######## design 1 ########
<file path="config.mk">
export PLATFORM = sky130hd
export DESIGN_NAME = vga_line_fetch_ctrl
export DESIGN_NICKNAME = d
export VERILOG_FILES = /design/src/rtl/vga_line_fetch_ctrl.sv
export SDC_FILE = /design/constraint.sdc
export NUM_CORES = 1
export LEC_CHECK = 0
export CORE_UTILIZATION = 35
export CTS_CLUSTER_SIZE = 40
export DETAILED_ROUTE_END_ITERATION = 8
export PLACE_DENSITY = 0.68
export SYNTH_ARGS = -nofsm -noshare
export SYNTH_HDL_FRONTEND = slang
export SYNTH_SLANG_ARGS = --single-unit
</file>
<file path="constraint.sdc">
create_clock -name clk_vga -period 2.5 [get_ports clk_vga]
set_input_delay 0.625 -clock clk_vga [delete_from_list [all_inputs] [get_ports clk_vga]]
set_output_delay 0.625 -clock clk_vga [all_outputs]
set_load 0.02 [all_outputs]
</file>
<file path="src/rtl/vga_line_fetch_ctrl.sv">
// Line prefetch sequencer: copies one frame-buffer row per hsync into a double-banked
// line buffer, sharing the single frame-buffer port with a lower-priority pixel writer.
module vga_line_fetch_ctrl #(
    parameter int H_ACTIVE = 1024,
    parameter int V_ACTIVE = 768,
    parameter int ADDR_W   = 20,
    parameter int DATA_W   = 12
) (
    input  logic              clk_vga,
    input  logic              rst_n,
    input  logic              hs,
    input  logic              vs,
    input  logic              wr_req,
    input  logic [ADDR_W-1:0] wr_addr,
    input  logic [DATA_W-1:0] wr_data,
    output logic              wr_gnt,
    output logic [ADDR_W-1:0] mem_addr,
    output logic              mem_we,
    output logic [DATA_W-1:0] mem_wdata,
    input  logic [DATA_W-1:0] mem_rdata,
    output logic              lb_we,
    output logic [10:0]       lb_addr,
    output logic [DATA_W-1:0] lb_wdata,
    output logic              lb_bank,
    output logic              busy,
    output logic              overrun
);

    localparam int                ROW_W       = $clog2(V_ACTIVE + 1);
    localparam logic [10:0]       COL_LAST    = 11'(H_ACTIVE - 1);
    localparam logic [ROW_W-1:0]  ROW_LIMIT   = ROW_W'(V_ACTIVE);
    localparam logic [ADDR_W-1:0] LINE_STRIDE = ADDR_W'(H_ACTIVE);

    typedef enum logic [1:0] {
        IDLE,
        FETCH,
        DRAIN
    } state_t;

    state_t             r_state;
    state_t             w_nextState;
    logic               r_hsD;
    logic               r_vsD;
    logic [ROW_W-1:0]   r_row;
    logic [ADDR_W-1:0]  r_base;
    logic [10:0]        r_col;
    logic               r_lbWe;
    logic [10:0]        r_lbAddr;
    logic               r_overrun;

    logic               w_hsFall;
    logic               w_vsFall;
    logic               w_startFetch;
    logic               w_setOverrun;
    logic               w_lineDone;
    logic               w_issue;
    logic               w_wrGnt;

    assign w_hsFall = r_hsD & ~hs;
    assign w_vsFall = r_vsD & ~vs;
    assign w_issue  = (r_state == FETCH);

    always_ff @(posedge clk_vga or negedge rst_n) begin
        if (!rst_n) begin
            r_state <= IDLE;
        end else begin
            r_state <= w_nextState;
        end
    end

    // vsync restarts the frame from any state; hsync only starts a line from IDLE
    always_comb begin
        w_nextState  = r_state;
        w_startFetch = 1'b0;
        w_setOverrun = 1'b0;
        w_lineDone   = 1'b0;
        case (r_state)
            FETCH: begin
                if (r_col == COL_LAST) begin
                    w_nextState = DRAIN;
                end
            end
            DRAIN: begin
                w_nextState = IDLE;
                w_lineDone  = 1'b1;
            end
            default: begin
                w_nextState = IDLE;
            end
        endcase
        if (w_vsFall) begin
            w_nextState  = FETCH;
            w_startFetch = 1'b1;
            w_lineDone   = 1'b0;
        end else if (w_hsFall) begin
            if (r_state == IDLE) begin
                if (r_row < ROW_LIMIT) begin
                    w_nextState  = FETCH;
                    w_startFetch = 1'b1;
                end
            end else begin
                w_setOverrun = 1'b1;
            end
        end
    end

    always_ff @(posedge clk_vga or negedge rst_n) begin
        if (!rst_n) begin
            r_hsD     <= 1'b1;
            r_vsD     <= 1'b1;
            r_row     <= '0;
            r_base    <= '0;
            r_col     <= '0;
            r_overrun <= 1'b0;
        end else begin
            r_hsD     <= hs;
            r_vsD     <= vs;
            r_overrun <= r_overrun | w_setOverrun;
            if (w_vsFall) begin
                r_row  <= '0;
                r_base <= '0;
                r_col  <= '0;
            end else begin
                if (w_startFetch) begin
                    r_col <= '0;
                end else if (w_issue) begin
                    r_col <= r_col + 11'd1;
                end
                if (w_lineDone) begin
                    r_row  <= r_row + ROW_W'(1);
                    r_base <= r_base + LINE_STRIDE;
                end
            end
        end
    end

    // Read data arrives one cycle after the address, so the line-buffer strobe trails the issue
    always_ff @(posedge clk_vga or negedge rst_n) begin
        if (!rst_n) begin
            r_lbWe   <= 1'b0;
            r_lbAddr <= '0;
        end else begin
            r_lbWe <= w_issue & ~w_vsFall;
            if (w_issue) begin
                r_lbAddr <= r_col;
            end
        end
    end

    assign w_wrGnt = wr_req & (r_state == IDLE) & ~w_hsFall & ~w_vsFall;

    always_comb begin
        mem_addr  = '0;
        mem_we    = 1'b0;
        mem_wdata = '0;
        if (w_issue) begin
            mem_addr = r_base + ADDR_W'(r_col);
        end else if (w_wrGnt) begin
            mem_addr  = wr_addr;
            mem_we    = 1'b1;
            mem_wdata = wr_data;
        end
    end

    assign wr_gnt   = w_wrGnt;
    assign lb_we    = r_lbWe;
    assign lb_addr  = r_lbAddr;
    assign lb_wdata = r_lbWe ? mem_rdata : '0;
    assign lb_bank  = r_row[0];
    assign busy     = (r_state != IDLE);
    assign overrun  = r_overrun;

endmodule

</file>
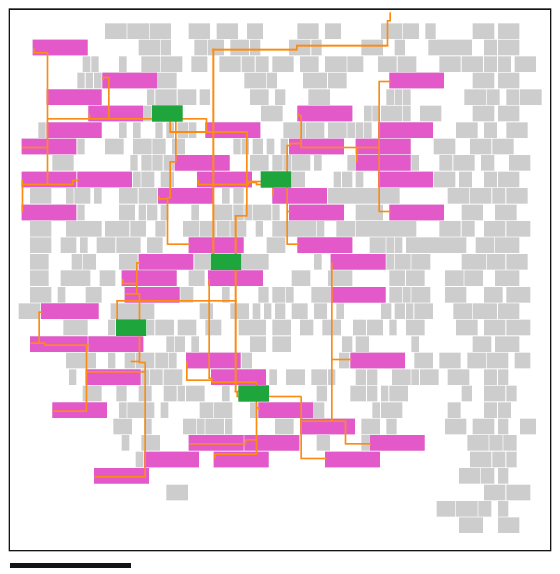
*Routed clock nets over the placement, design 1*
Bar = 20 um.
[green] clock drivers | count: 5
[magenta] flip-flops | count: 48
[orange] clock wires | length: 583 um
routed clock nets: 6
Setup Skew: 0.00834 ns
Late-Pin Clk Latency: 0.30 ns
Power Clock: 0.434 mW
clock power share: 24.8%

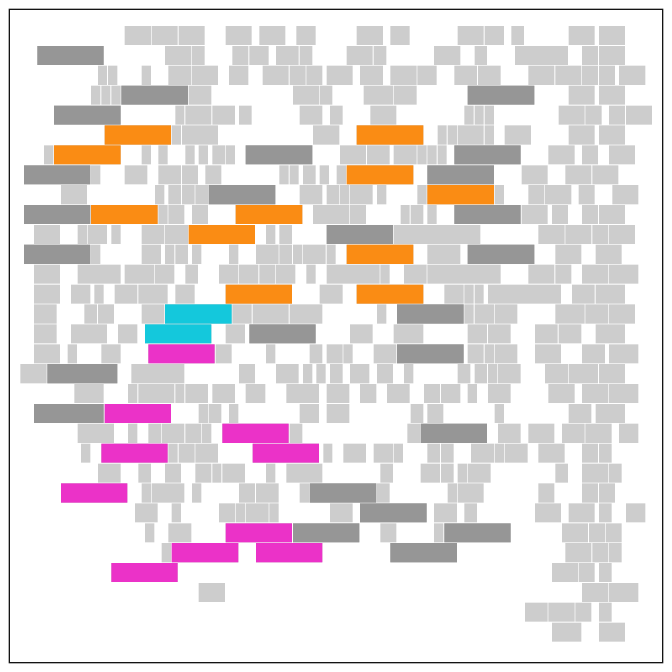
*Register map, names as in the netlist, design 1*
[cyan] r_state | placed flops: 2
[orange] r_col | placed flops: 11
[magenta] r_row | placed flops: 10
not colored: 25

==> deck_impl_summary.md <==
Flow Results at a Glance

Cells and area
  – Layout clock area frac: under 10%
  – Final #Nets: 474
  – N_diodes: 0

Pwr
  – Leakage power: 1.88 nW
  – Pwr Density: 423 nW/um2

Placement
  – IO buf count: 109
  – Post-DP HPWL: 5.10 mm
  – Pre-CTS setup slack: -0.538 ns

Worst setup path
  – Stages on worst setup path: 8
  – Slowest cell on the critical path: a22o_1

Route
  – Final WL: 7.22 mm
  – DRT iter0 DRCs: roughly 65

STA
  – Hold WS: 0.288 ns
  – Peak Freq: a little over 400 MHz
  – Fin crit period: between 2 and 2.5 ns
  – Fin worst setup slack: 0.0634 ns

Yosys
  – Asr flop ratio synth: 100%
  – Syn Area/Cell: between 8 and 9 um2
  – Ys flop type: dfrtp_1
  – Synth Seq Share: 45.2%

Hold path
  – Min-Delay Path Class: input port to async pin

Status
  – Status: completed

Run
  – Tool warnings: 26

Clocking
  – Clock sink count: 48
  – CTS tree: yes

Floorplan
  – IO Pins: 110
  – DIE AREA: 7950 um2
  – Rows: 31

GRT
  – First-pass GRT wire length: 10.9 mm
  – Largest net degree at the start of global routing: roughly 49
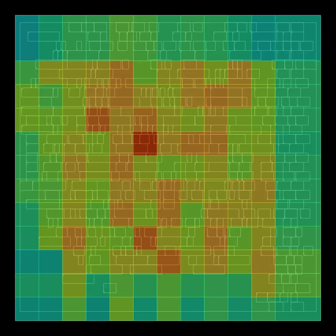
*Routing congestion map, design 1*
GR Layer Usage met2: 30.7%
grt met3 use: 4.43%
Most Used Layer, Global Route: met2
GRT Overall Usage: 18.1%
met1 usage: 23.0%

[logic make-up after synthesis]
kind of cell,synth area share [%]
compound gates,9.88
xor+xnor,10.9
fa+ha+maj,1.88
buf+inv,3.57
simple gates,28.6
flops,45.2
[flip-flops by register name, indices dropped and copies added, names as in the netlist]
signal   flops
r_vsD        1
lb_we        1
r_state      2
r_row       10
overrun      1
r_hsD        1
r_col       11
r_base      10
lb_addr     11
[routing by layer]
layer / GRT usage, % / wire (um) / up-vias
met5: 0 / 0 / -
met1: 23.0 / 3130 / 1218
li1: - / - / 1246
met2: 30.7 / 3400 / 85
met4: 5.19 / 80 / 0
met3: 4.43 / 615 / 7
[path summary, 6_finish.rpt]
path | start | to
min in group clk_vga | overrun | overrun
max | hs | mem_addr[18]
min reg2reg | overrun | overrun
max reg2reg | r_state[0] | r_base[19]
max in group asynchronous | rst_n | r_hsD
min | rst_n | lb_addr[1]
[power breakdown]
group	switching [mW]	internal (mW)	total, mW	leakage (nW)
registers	0.0577	0.827	0.885	0.640
clock network	0.243	0.191	0.434	0.0410
logic	0.206	0.224	0.431	1.20

######## design 2 ########
### src/rtl/cmp_pkg.sv
// Shared definitions for the nibble-serial cascade comparator.
//   state_t  : controller states
//   casc_t   : 7485-style cascade triple {l, e, g}
//   CASC_RST : cascade value that means "equal" (L=0, E=1, G=0)
package cmp_pkg;

  localparam int NIBBLE_W = 4;

  typedef enum logic [1:0] {
    IDLE = 2'd0,
    RUN  = 2'd1,
    DONE = 2'd2
  } state_t;

  typedef struct packed {
    logic l;
    logic e;
    logic g;
  } casc_t;

  localparam casc_t CASC_RST = '{l: 1'b0, e: 1'b1, g: 1'b0};

endpackage

### src/rtl/nibble_cmp4.sv
// Combinational 4-bit magnitude compare with cascade in/out.
// A differing nibble overrides the incoming cascade; equal nibbles pass it on.
//   i_a, i_b : nibbles to compare
//   i_casc   : cascade from the lower-significance nibbles
//   o_casc   : cascade including this nibble
module nibble_cmp4
  import cmp_pkg::*;
(
  input  logic [NIBBLE_W-1:0] i_a,
  input  logic [NIBBLE_W-1:0] i_b,
  input  casc_t               i_casc,
  output casc_t               o_casc
);

  always_comb begin
    o_casc = i_casc;
    if (i_a > i_b) begin
      o_casc = '{l: 1'b0, e: 1'b0, g: 1'b1};
    end else if (i_a < i_b) begin
      o_casc = '{l: 1'b1, e: 1'b0, g: 1'b0};
    end
  end

endmodule

### src/rtl/nibble_serial_cascade_cmp.sv
// Sequential magnitude comparator: one nibble per clock, LSB nibble first.
// Processing LSB first lets a higher differing nibble overwrite any lower
// decision, so the seed survives only when every nibble is equal.
//   clk, rst_n      : clock, async active-low reset
//   start           : request compare, accepted in IDLE or DONE
//   a, b            : unsigned operands, captured on accept
//   Lin, Ein, Gin   : cascade seed, captured on accept (not validated)
//   busy            : nibbles being processed
//   done            : one-cycle pulse, L/E/G just updated
//   L, E, G         : registered result, held until the next done
//
// state | meaning
// IDLE  | waiting for start
// RUN   | one nibble compared per cycle
// DONE  | result valid for one cycle; start accepted as in IDLE
module nibble_serial_cascade_cmp
  import cmp_pkg::*;
#(
  parameter int WIDTH = 16
) (
  input  logic             clk,
  input  logic             rst_n,
  input  logic             start,
  input  logic [WIDTH-1:0] a,
  input  logic [WIDTH-1:0] b,
  input  logic             Lin,
  input  logic             Ein,
  input  logic             Gin,
  output logic             busy,
  output logic             done,
  output logic             L,
  output logic             E,
  output logic             G
);

  localparam int NIB = WIDTH / NIBBLE_W;
  localparam int IW  = (NIB > 1) ? $clog2(NIB) : 1;
  localparam logic [IW-1:0] LAST_IDX = IW'(NIB - 1);

  state_t                r_state;
  state_t                w_state_nxt;
  logic [WIDTH-1:0]      r_a;
  logic [WIDTH-1:0]      r_b;
  logic [IW-1:0]         r_idx;
  casc_t                 r_casc;
  casc_t                 r_res;
  casc_t                 w_casc_nxt;
  logic [NIBBLE_W-1:0]   w_a_nib;
  logic [NIBBLE_W-1:0]   w_b_nib;
  logic                  w_accept;
  logic                  w_last;

  assign w_accept = start && (r_state != RUN);
  assign w_last   = (r_idx == LAST_IDX);

  always_comb begin
    w_a_nib = '0;
    w_b_nib = '0;
    for (int i = 0; i < NIB; i++) begin
      if (r_idx == IW'(i)) begin
        w_a_nib = r_a[i*NIBBLE_W +: NIBBLE_W];
        w_b_nib = r_b[i*NIBBLE_W +: NIBBLE_W];
      end
    end
  end

  nibble_cmp4 u_nibble_cmp4 (
    .i_a    (w_a_nib),
    .i_b    (w_b_nib),
    .i_casc (r_casc),
    .o_casc (w_casc_nxt)
  );

  always_ff @(posedge clk or negedge rst_n) begin
    if (!rst_n) begin
      r_state <= IDLE;
    end else begin
      r_state <= w_state_nxt;
    end
  end

  always_comb begin
    w_state_nxt = r_state;
    case (r_state)
      IDLE:    if (start) w_state_nxt = RUN;
      RUN:     if (w_last) w_state_nxt = DONE;
      DONE:    w_state_nxt = start ? RUN : IDLE;
      default: w_state_nxt = IDLE;
    endcase
  end

  always_comb begin
    busy = (r_state == RUN);
    done = (r_state == DONE);
  end

  // Working cascade r_casc is kept apart from r_res so L/E/G stay frozen
  // during RUN.
  always_ff @(posedge clk or negedge rst_n) begin
    if (!rst_n) begin
      r_a    <= '0;
      r_b    <= '0;
      r_idx  <= '0;
      r_casc <= CASC_RST;
      r_res  <= CASC_RST;
    end else if (w_accept) begin
      r_a    <= a;
      r_b    <= b;
      r_idx  <= '0;
      r_casc <= '{l: Lin, e: Ein, g: Gin};
    end else if (r_state == RUN) begin
      r_casc <= w_casc_nxt;
      r_idx  <= r_idx + 1'b1;
      if (w_last) begin
        r_res <= w_casc_nxt;
      end
    end
  end

  assign L = r_res.l;
  assign E = r_res.e;
  assign G = r_res.g;

endmodule
### config.mk
export PLATFORM = sky130hd
export DESIGN_NAME = nibble_serial_cascade_cmp
export DESIGN_NICKNAME = d
export VERILOG_FILES = /design/src/rtl/cmp_pkg.sv /design/src/rtl/nibble_cmp4.sv /design/src/rtl/nibble_serial_cascade_cmp.sv
export SDC_FILE = /design/constraint.sdc
export NUM_CORES = 1
export LEC_CHECK = 0
export CORE_MARGIN = 2
export CORE_UTILIZATION = 54
export DETAILED_ROUTE_END_ITERATION = 7
export PLACE_DENSITY = 0.95
export SYNTH_ARGS = -nofsm -noshare
export SYNTH_HDL_FRONTEND = slang
export SYNTH_SLANG_ARGS = --single-unit
### constraint.sdc
create_clock -name clk -period 4 [get_ports clk]
set_clock_uncertainty 0.1 [all_clocks]
set_input_delay 0.6 -clock clk [delete_from_list [all_inputs] [get_ports clk]]
set_output_delay 0.6 -clock clk [all_outputs]
set_load 0.03 [all_outputs]
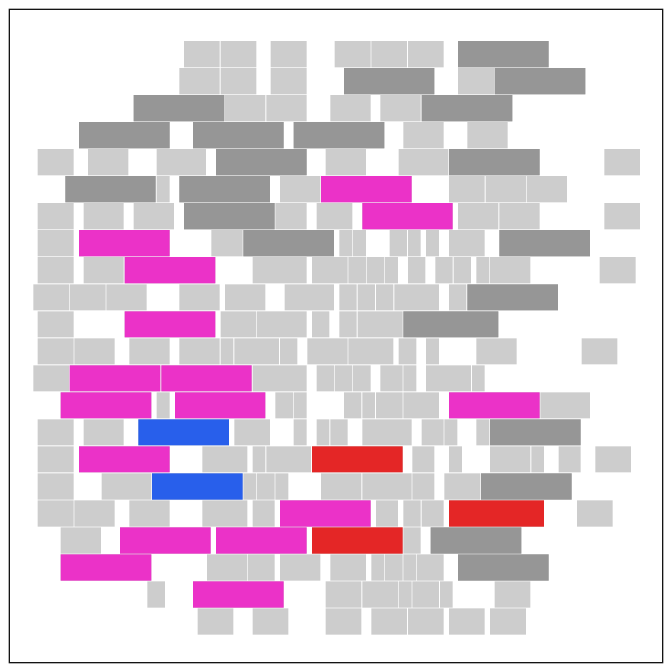
*Register map, names as in the netlist, design 2*
[blue] r_idx | placed flops: 2
[magenta] r_a | placed flops: 16
[red] r_casc | placed flops: 3
not colored: 21
sequential power: 0.788 mW
post-layout util: 69.1%
register area: 1050 um2
flop share of the area: 41.6%

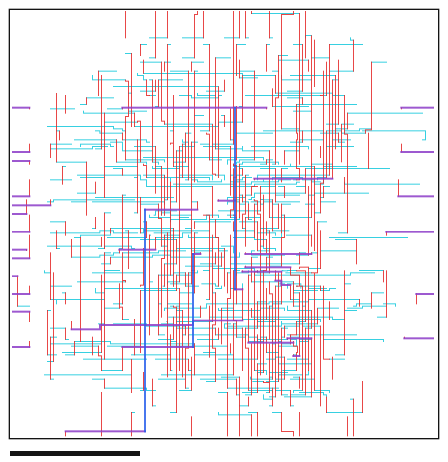
*Wiring by layer, design 2*
Bar = 20 um.
[purple] metal 3 | wire length: 203 um
[red] metal 2 | wire length: 1920 um
[blue] metal 4 | wire length: 76.2 um
[cyan] metal 1 | wire length: 1700 um

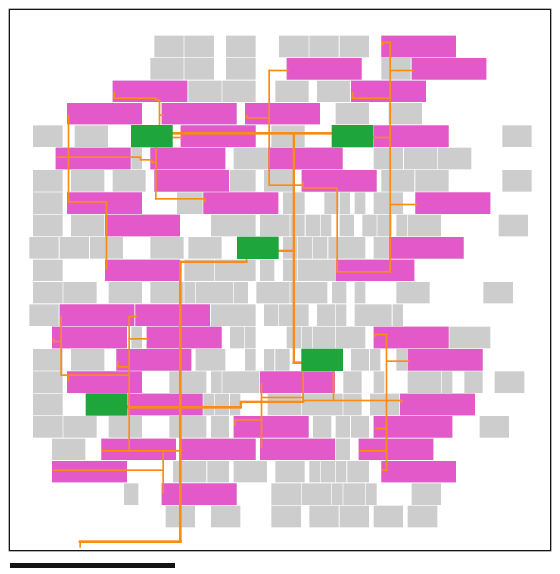
*Routed clock nets over the placement, design 2*
Bar = 20 um.
[orange] clock wires | length: 429 um
[green] clock drivers | count: 5
[magenta] flip-flops | count: 42
routed clock nets: 6
Power Clock: 0.270 mW
Late-Pin Clk Latency: 0.29 ns
clock power share: 12.6%

==> final timing paths <==
check,endpoint,slack [ns],depth (start not counted)
hold / removal,r_a[4],0.33,1
setup reg to reg,E,1.24,10
setup / recovery,E,1.24,10
hold reg to reg,G,0.39,2
max in group asynchronous,r_b[6],2.90,1
min in group clk,G,0.39,2
==> cell usage after synthesis, drive strengths merged <==
library cell  number  share of area, %
nor2b              3               1.3
a221oi             4               2.3
o21a               1              0.37
o31ai              2              0.73
clkbuf             1              0.18
nand4              1              0.31
buf                9               4.0
inv                7               1.3
dfstp              2               2.6
o22ai              2              0.61
ha                 8               4.9
nand2b             1              0.67
a21oi              7               1.7
dfrtp             40                49
or3                1              0.31
a31oi              2              0.61
a211oi             1              0.37
mux2              33                18
nor2               8               1.5
a32o               1              0.49
nand2             11               2.4
o21ai             12               2.9
nor3               4              0.98
nand3              1              0.24
mux2i              2              0.98
a221o              3               1.5
==> stage by stage <==
step / setup slack, ns / std cells
after floorplan: 1.67 / 167
after global placement: 1.51 / 247
after detailed placement: 1.33 / 247
after CTS: 1.25 / 255
after global routing: 1.02 / 255
final: 1.24 / 255
==> deck_impl_summary.md <==
Flow Results at a Glance

Route
  – Top Layer Used: met4
  – Drt first pass iters: 4
  – Final ANT Viol Nets: 0
  – Wl on met1: 1.70 mm
  – Metal2 WL: 1.92 mm

Cells and area
  – Dominant class by area: sequential cells
  – Area delta synth->final: 23.4%
  – Combinational gates: 108
  – Largest registers: r_a (16), r_b (16), r_casc (3)
  – Inverter count: 7
  – Signal buffers: 42
  – Flop count: 42

STA
  – Setup TNS Final: 0 ns
  – Hold Fails Final Rpt: 0
  – Fin crit period: 2.76 ns
  – Hold WS: 0.334 ns

Worst setup path
  – CP Launch Type: register
  – CP Cell Sequence: inv_1 -> ha_1 -> nor2b_4 -> a221oi_1 -> nor3_1 -> a21oi_1 -> ha_1 -> a21oi_1 -> o21ai_0 -> a32o_1
  – Critical path buffer and inverter count: 1
  – Slowest cell on the critical path: ha_1

Clocking
  – Clock sink count: roughly 42
  – Root Driver: clkbuf_8
  – Clock buffer depth: 2
  – H-tree depth: 2

Yosys
  – Synthesized area: roughly 2100 um2
  – Synth Seq Share: 51.3%
  – Mux cell area share: 19.1%
  – #FFs+latches synth: 42
  – Simple share: 7.62%
  – Syn Area/Cell: 12.3 um2
  – Yosys stat chip area: between 2000 and 2500 um2

Placement
  – Post-DP HPWL: around 2.9 mm
  – Post-placement cell area: between 2000 and 2500 um2

Status
  – Status: completed

Pwr
  – Tot Pwr: 2.14 mW
  – Sw Share: 39.3%
  – Worst vdd ir: between 0.0004 and 0.0005 V
  – Net switching power: 0.840 mW

Floorplan
  – Die width: 65.6 um

GRT
  – Grt met3 use: under 10%
  – GRT Overall Usage: a little over a fifth

Hold path
  – Min-Delay Path Class: input port to async pin

Run
  – Tool warnings: 29

######## design 3 ########
### M4 wires, design 3

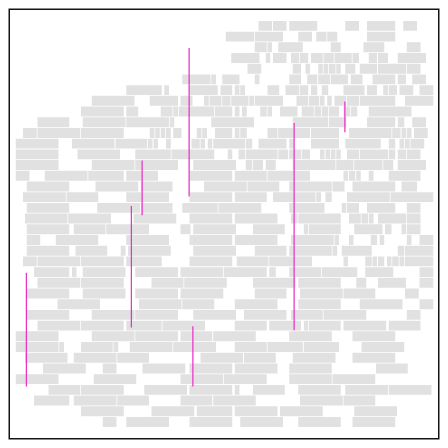
### I/O pins on the die edge, design 3

Pins as bars across the die edge, other pins in gray.
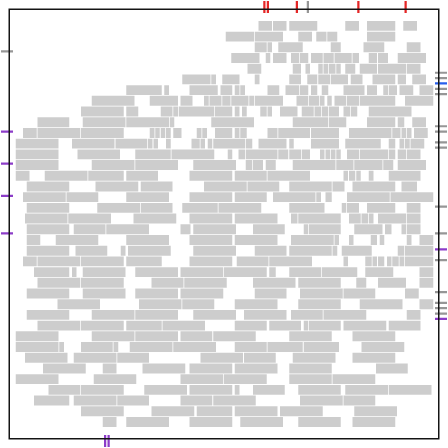
### Routed clock nets over the placement, design 3

Bar = 20 um.
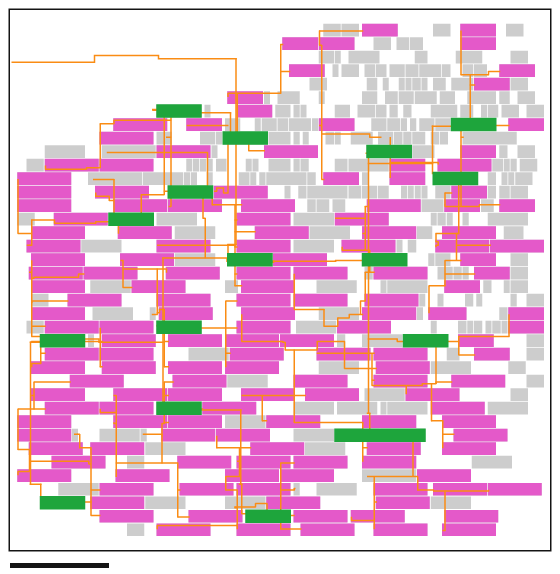
`src/rtl/uart_pkg.sv`:
```
// Shared constants and types for the UART block: byte width, bit timing,
// and the launch sequencer states used by uart_tx_fifo.
package uart_pkg;

    localparam int UART_BYTE_W  = 8;
    localparam int CLKS_PER_BIT = 434;  // 115200 baud from a 50 MHz clock

    typedef enum logic [1:0] {
        IDLE,
        LAUNCH,
        SENDING
    } tx_fifo_state_t;

endpackage

```
`src/rtl/sync_fifo.sv`:
```
// Single-clock circular-buffer FIFO with registered read data, an explicit
// occupancy count, registered full/empty flags and a dropped-write pulse.
module sync_fifo #(
    parameter int DEPTH = 16,
    parameter int WIDTH = 8,
    localparam int AW = $clog2(DEPTH)
) (
    input  logic             clk,
    input  logic             rst_n,
    input  logic             wr_en,
    input  logic [WIDTH-1:0] wr_data,
    input  logic             rd_en,
    output logic [WIDTH-1:0] rd_data,
    output logic             full,
    output logic             empty,
    output logic             empty_next,
    output logic [AW:0]      count,
    output logic             overflow
);

    localparam logic [AW:0] FULL_COUNT = (AW + 1)'(DEPTH);

    logic [WIDTH-1:0] mem [DEPTH];
    logic [AW-1:0]    wr_ptr_reg;
    logic [AW-1:0]    rd_ptr_reg;
    logic [AW:0]      count_reg;
    logic [AW:0]      count_next;
    logic             full_reg;
    logic             empty_reg;
    logic             overflow_reg;
    logic [WIDTH-1:0] rd_data_reg;
    logic             wr_ok;
    logic             rd_ok;

    // Acceptance looks only at the registered flag, so a pop in the same
    // cycle never rescues a write into a full buffer.
    assign wr_ok = wr_en && !full_reg;
    assign rd_ok = rd_en && !empty_reg;

    always_comb begin
        count_next = count_reg;
        case ({wr_ok, rd_ok})
            2'b10:   count_next = count_reg + 1'b1;
            2'b01:   count_next = count_reg - 1'b1;
            default: count_next = count_reg;
        endcase
    end

    always_ff @(posedge clk) begin
        if (wr_ok) begin
            mem[wr_ptr_reg] <= wr_data;
        end
    end

    always_ff @(posedge clk) begin
        if (!rst_n) begin
            wr_ptr_reg   <= '0;
            rd_ptr_reg   <= '0;
            count_reg    <= '0;
            full_reg     <= 1'b0;
            empty_reg    <= 1'b1;
            overflow_reg <= 1'b0;
            rd_data_reg  <= '0;
        end else begin
            if (wr_ok) begin
                wr_ptr_reg <= wr_ptr_reg + 1'b1;
            end
            if (rd_ok) begin
                rd_ptr_reg  <= rd_ptr_reg + 1'b1;
                rd_data_reg <= mem[rd_ptr_reg];
            end
            count_reg    <= count_next;
            full_reg     <= (count_next == FULL_COUNT);
            empty_reg    <= (count_next == '0);
            overflow_reg <= wr_en && full_reg;
        end
    end

    assign rd_data    = rd_data_reg;
    assign full       = full_reg;
    assign empty      = empty_reg;
    assign empty_next = (count_next == '0);
    assign count      = count_reg;
    assign overflow   = overflow_reg;

endmodule

```
`src/rtl/uart_tx_fifo.sv`:
```
// Byte buffer in front of uart_tx: the producer writes at clock rate, and a
// small launch sequencer feeds one byte at a time through the tx handshake.
module uart_tx_fifo
    import uart_pkg::*;
#(
    parameter int DEPTH = 16,
    localparam int AW = $clog2(DEPTH)
) (
    input  logic                   i_clk,
    input  logic                   i_rst_n,
    input  logic                   i_wr_en,
    input  logic [UART_BYTE_W-1:0] i_wr_byte,
    output logic                   o_full,
    output logic                   o_empty,
    output logic [AW:0]            o_count,
    output logic                   o_overflow,
    output logic                   o_tx_byte_rdy,
    output logic [UART_BYTE_W-1:0] o_tx_byte,
    input  logic                   i_tx_busy,
    input  logic                   i_tx_done,
    output logic                   o_idle
);

    tx_fifo_state_t state_reg;
    logic           tx_byte_rdy_reg;
    logic           idle_reg;
    logic           pop;
    logic           empty_next;

    // After a reset mid-frame uart_tx is still busy, so busy gates the launch.
    assign pop = (state_reg == IDLE) && !o_empty && !i_tx_busy;

    sync_fifo #(
        .DEPTH (DEPTH),
        .WIDTH (UART_BYTE_W)
    ) u_fifo (
        .clk        (i_clk),
        .rst_n      (i_rst_n),
        .wr_en      (i_wr_en),
        .wr_data    (i_wr_byte),
        .rd_en      (pop),
        .rd_data    (o_tx_byte),
        .full       (o_full),
        .empty      (o_empty),
        .empty_next (empty_next),
        .count      (o_count),
        .overflow   (o_overflow)
    );

    // idle_reg tracks the values empty/state take at this same edge, so
    // o_idle always agrees with o_empty and the current state.
    always_ff @(posedge i_clk) begin
        if (!i_rst_n) begin
            state_reg       <= IDLE;
            tx_byte_rdy_reg <= 1'b0;
            idle_reg        <= 1'b1;
        end else begin
            case (state_reg)
                IDLE: begin
                    if (pop) begin
                        state_reg       <= LAUNCH;
                        tx_byte_rdy_reg <= 1'b1;
                        idle_reg        <= 1'b0;
                    end else begin
                        idle_reg <= empty_next;
                    end
                end
                LAUNCH: begin
                    state_reg       <= SENDING;
                    tx_byte_rdy_reg <= 1'b0;
                    idle_reg        <= 1'b0;
                end
                SENDING: begin
                    if (i_tx_done) begin
                        state_reg <= IDLE;
                        idle_reg  <= empty_next;
                    end else begin
                        idle_reg <= 1'b0;
                    end
                end
                default: begin
                    state_reg       <= IDLE;
                    tx_byte_rdy_reg <= 1'b0;
                    idle_reg        <= empty_next;
                end
            endcase
        end
    end

    assign o_tx_byte_rdy = tx_byte_rdy_reg;
    assign o_idle        = idle_reg;

endmodule

```
`config.mk`:
```
export PLATFORM = sky130hd
export DESIGN_NAME = uart_tx_fifo
export DESIGN_NICKNAME = d
export VERILOG_FILES = /design/src/rtl/uart_pkg.sv /design/src/rtl/sync_fifo.sv /design/src/rtl/uart_tx_fifo.sv
export SDC_FILE = /design/constraint.sdc
export NUM_CORES = 1
export LEC_CHECK = 0
export CAP_MARGIN = 10
export CORE_UTILIZATION = 55
export CTS_BUF_LIST = sky130_fd_sc_hd__clkbuf_16
export CTS_CLUSTER_SIZE = 28
export DETAILED_ROUTE_END_ITERATION = 7
export HOLD_SLACK_MARGIN = 0.15
export PLACE_DENSITY = 0.74
export SLEW_MARGIN = 20
export SYNTH_ARGS = -nofsm -noshare
export SYNTH_HDL_FRONTEND = slang
export SYNTH_SLANG_ARGS = --single-unit
```
`constraint.sdc`:
```
create_clock -name i_clk -period 4.31 [get_ports i_clk]
set_input_delay 0.6465 -clock i_clk [delete_from_list [all_inputs] [get_ports i_clk]]
set_output_delay 0.6465 -clock i_clk [all_outputs]
set_load 0.02 [all_outputs]
```
==> deck_impl_summary.md <==
Flow Results at a Glance

Cells and area
  – Post-layout util: 66.6%
  – Final #Nets: 415
  – Final cell count without fillers: 547
  – Dominant class by area: sequential cells
  – Most frequent cells in the layout: edfxtp_1, mux4_2, nand2_1, clkdlybuf4s50_1, dfxtp_1
  – Flop count: ~160
  – Signal buffers: 38

GRT
  – GRT Overall Usage: 21.8%

Yosys
  – Synth Seq Share: 70.3%
  – Ys flop type: edfxtp_1
  – Post-Syn Instances: 359
  – # Cells Yosys: 359

Status
  – Status: completed

Route
  – Number of remaining DRC errors: 0

Floorplan
  – Num tapcells: 140
  – Rows: 38

Worst setup path
  – CP Capture Type: register
  – Reg2reg start: state_reg[1]
  – WP data arrival: 3.29 ns

STA
  – Rel. slew slack: 38.1%
  – Setup Viol. Count Final: 0

Placement
  – Post-DP HPWL: 7.43 mm
  – Post-placement cell area: 6710 um2

Clocking
  – Late-Pin Clk Latency: 0.43 ns
## Picture notes: 'M4 wires' of design 3
main direction: vertical
wire length on this layer: 185 um
longest straight run: 52.4 um
nets with wire on the layer: 3
via count: 3229
final WL: 11.5 mm

## Picture notes: 'I/O pins on the die edge' of design 3
[blue] o_full | pins: 1 | direction: output | edge: right
[purple] i_wr_byte | pins: 8 | direction: input | edge: 4 left, 2 bottom, 2 right
[red] o_count | pins: 5 | direction: output | edge: top

## Picture notes: 'Routed clock nets over the placement' of design 3
[magenta] flip-flops | count: 156
[green] clock drivers | count: 17
[orange] clock wires | length: 1610 um
routed clock nets: 18
clock power share: 38.0%
Setup Skew: 0.00522 ns
Power Clock: 1.52 mW

[layer usage]
metal  GRT usage, %  routed length [um]  up-vias
met5              0                   0        -
li1               -                   -     1477
met4           10.4                 184        0
met3           4.30                 610       19
met1           29.5                5140     1630
met2           34.2                5600      103
[cell families (layout without fill, tap and decap cells)]
family / count (synthesis) / count (layout) / share of synthesized area (%)
DFF: 156 / 156 / 70.3
buffers and inverters: 28 / 76 / 2.04
xor gates and xnor gates: 11 / 11 / 1.54
adders and majority gates: 8 / 8 / 1.60
AOI/OAI and AO/OA: 34 / 34 / 3.91
muxes: 41 / 41 / 14.5
and+or+nand+nor: 81 / 81 / 6.13
[report_power, final]
part / switching, mW / total, mW / internal [mW]
clock: 0.563 / 1.52 / 0.959
sequential: 0.0782 / 1.78 / 1.71
combinational: 0.357 / 0.702 / 0.345
[worst max-delay path by stage]
stage | end | slack (ns) | depth (start not counted)
2_1_floorplan | o_idle | 1.42 | 11
3_3_place_gp | u_fifo.full | 0.98 | 11
3_5_place_dp | u_fifo.full | 0.89 | 11
4_1_cts | u_fifo.full | 1.32 | 11
5_1_grt | u_fifo.full | 1.13 | 12
6_report | u_fifo.full | 1.30 | 11

Power is estimated from default activity; no workload was simulated.
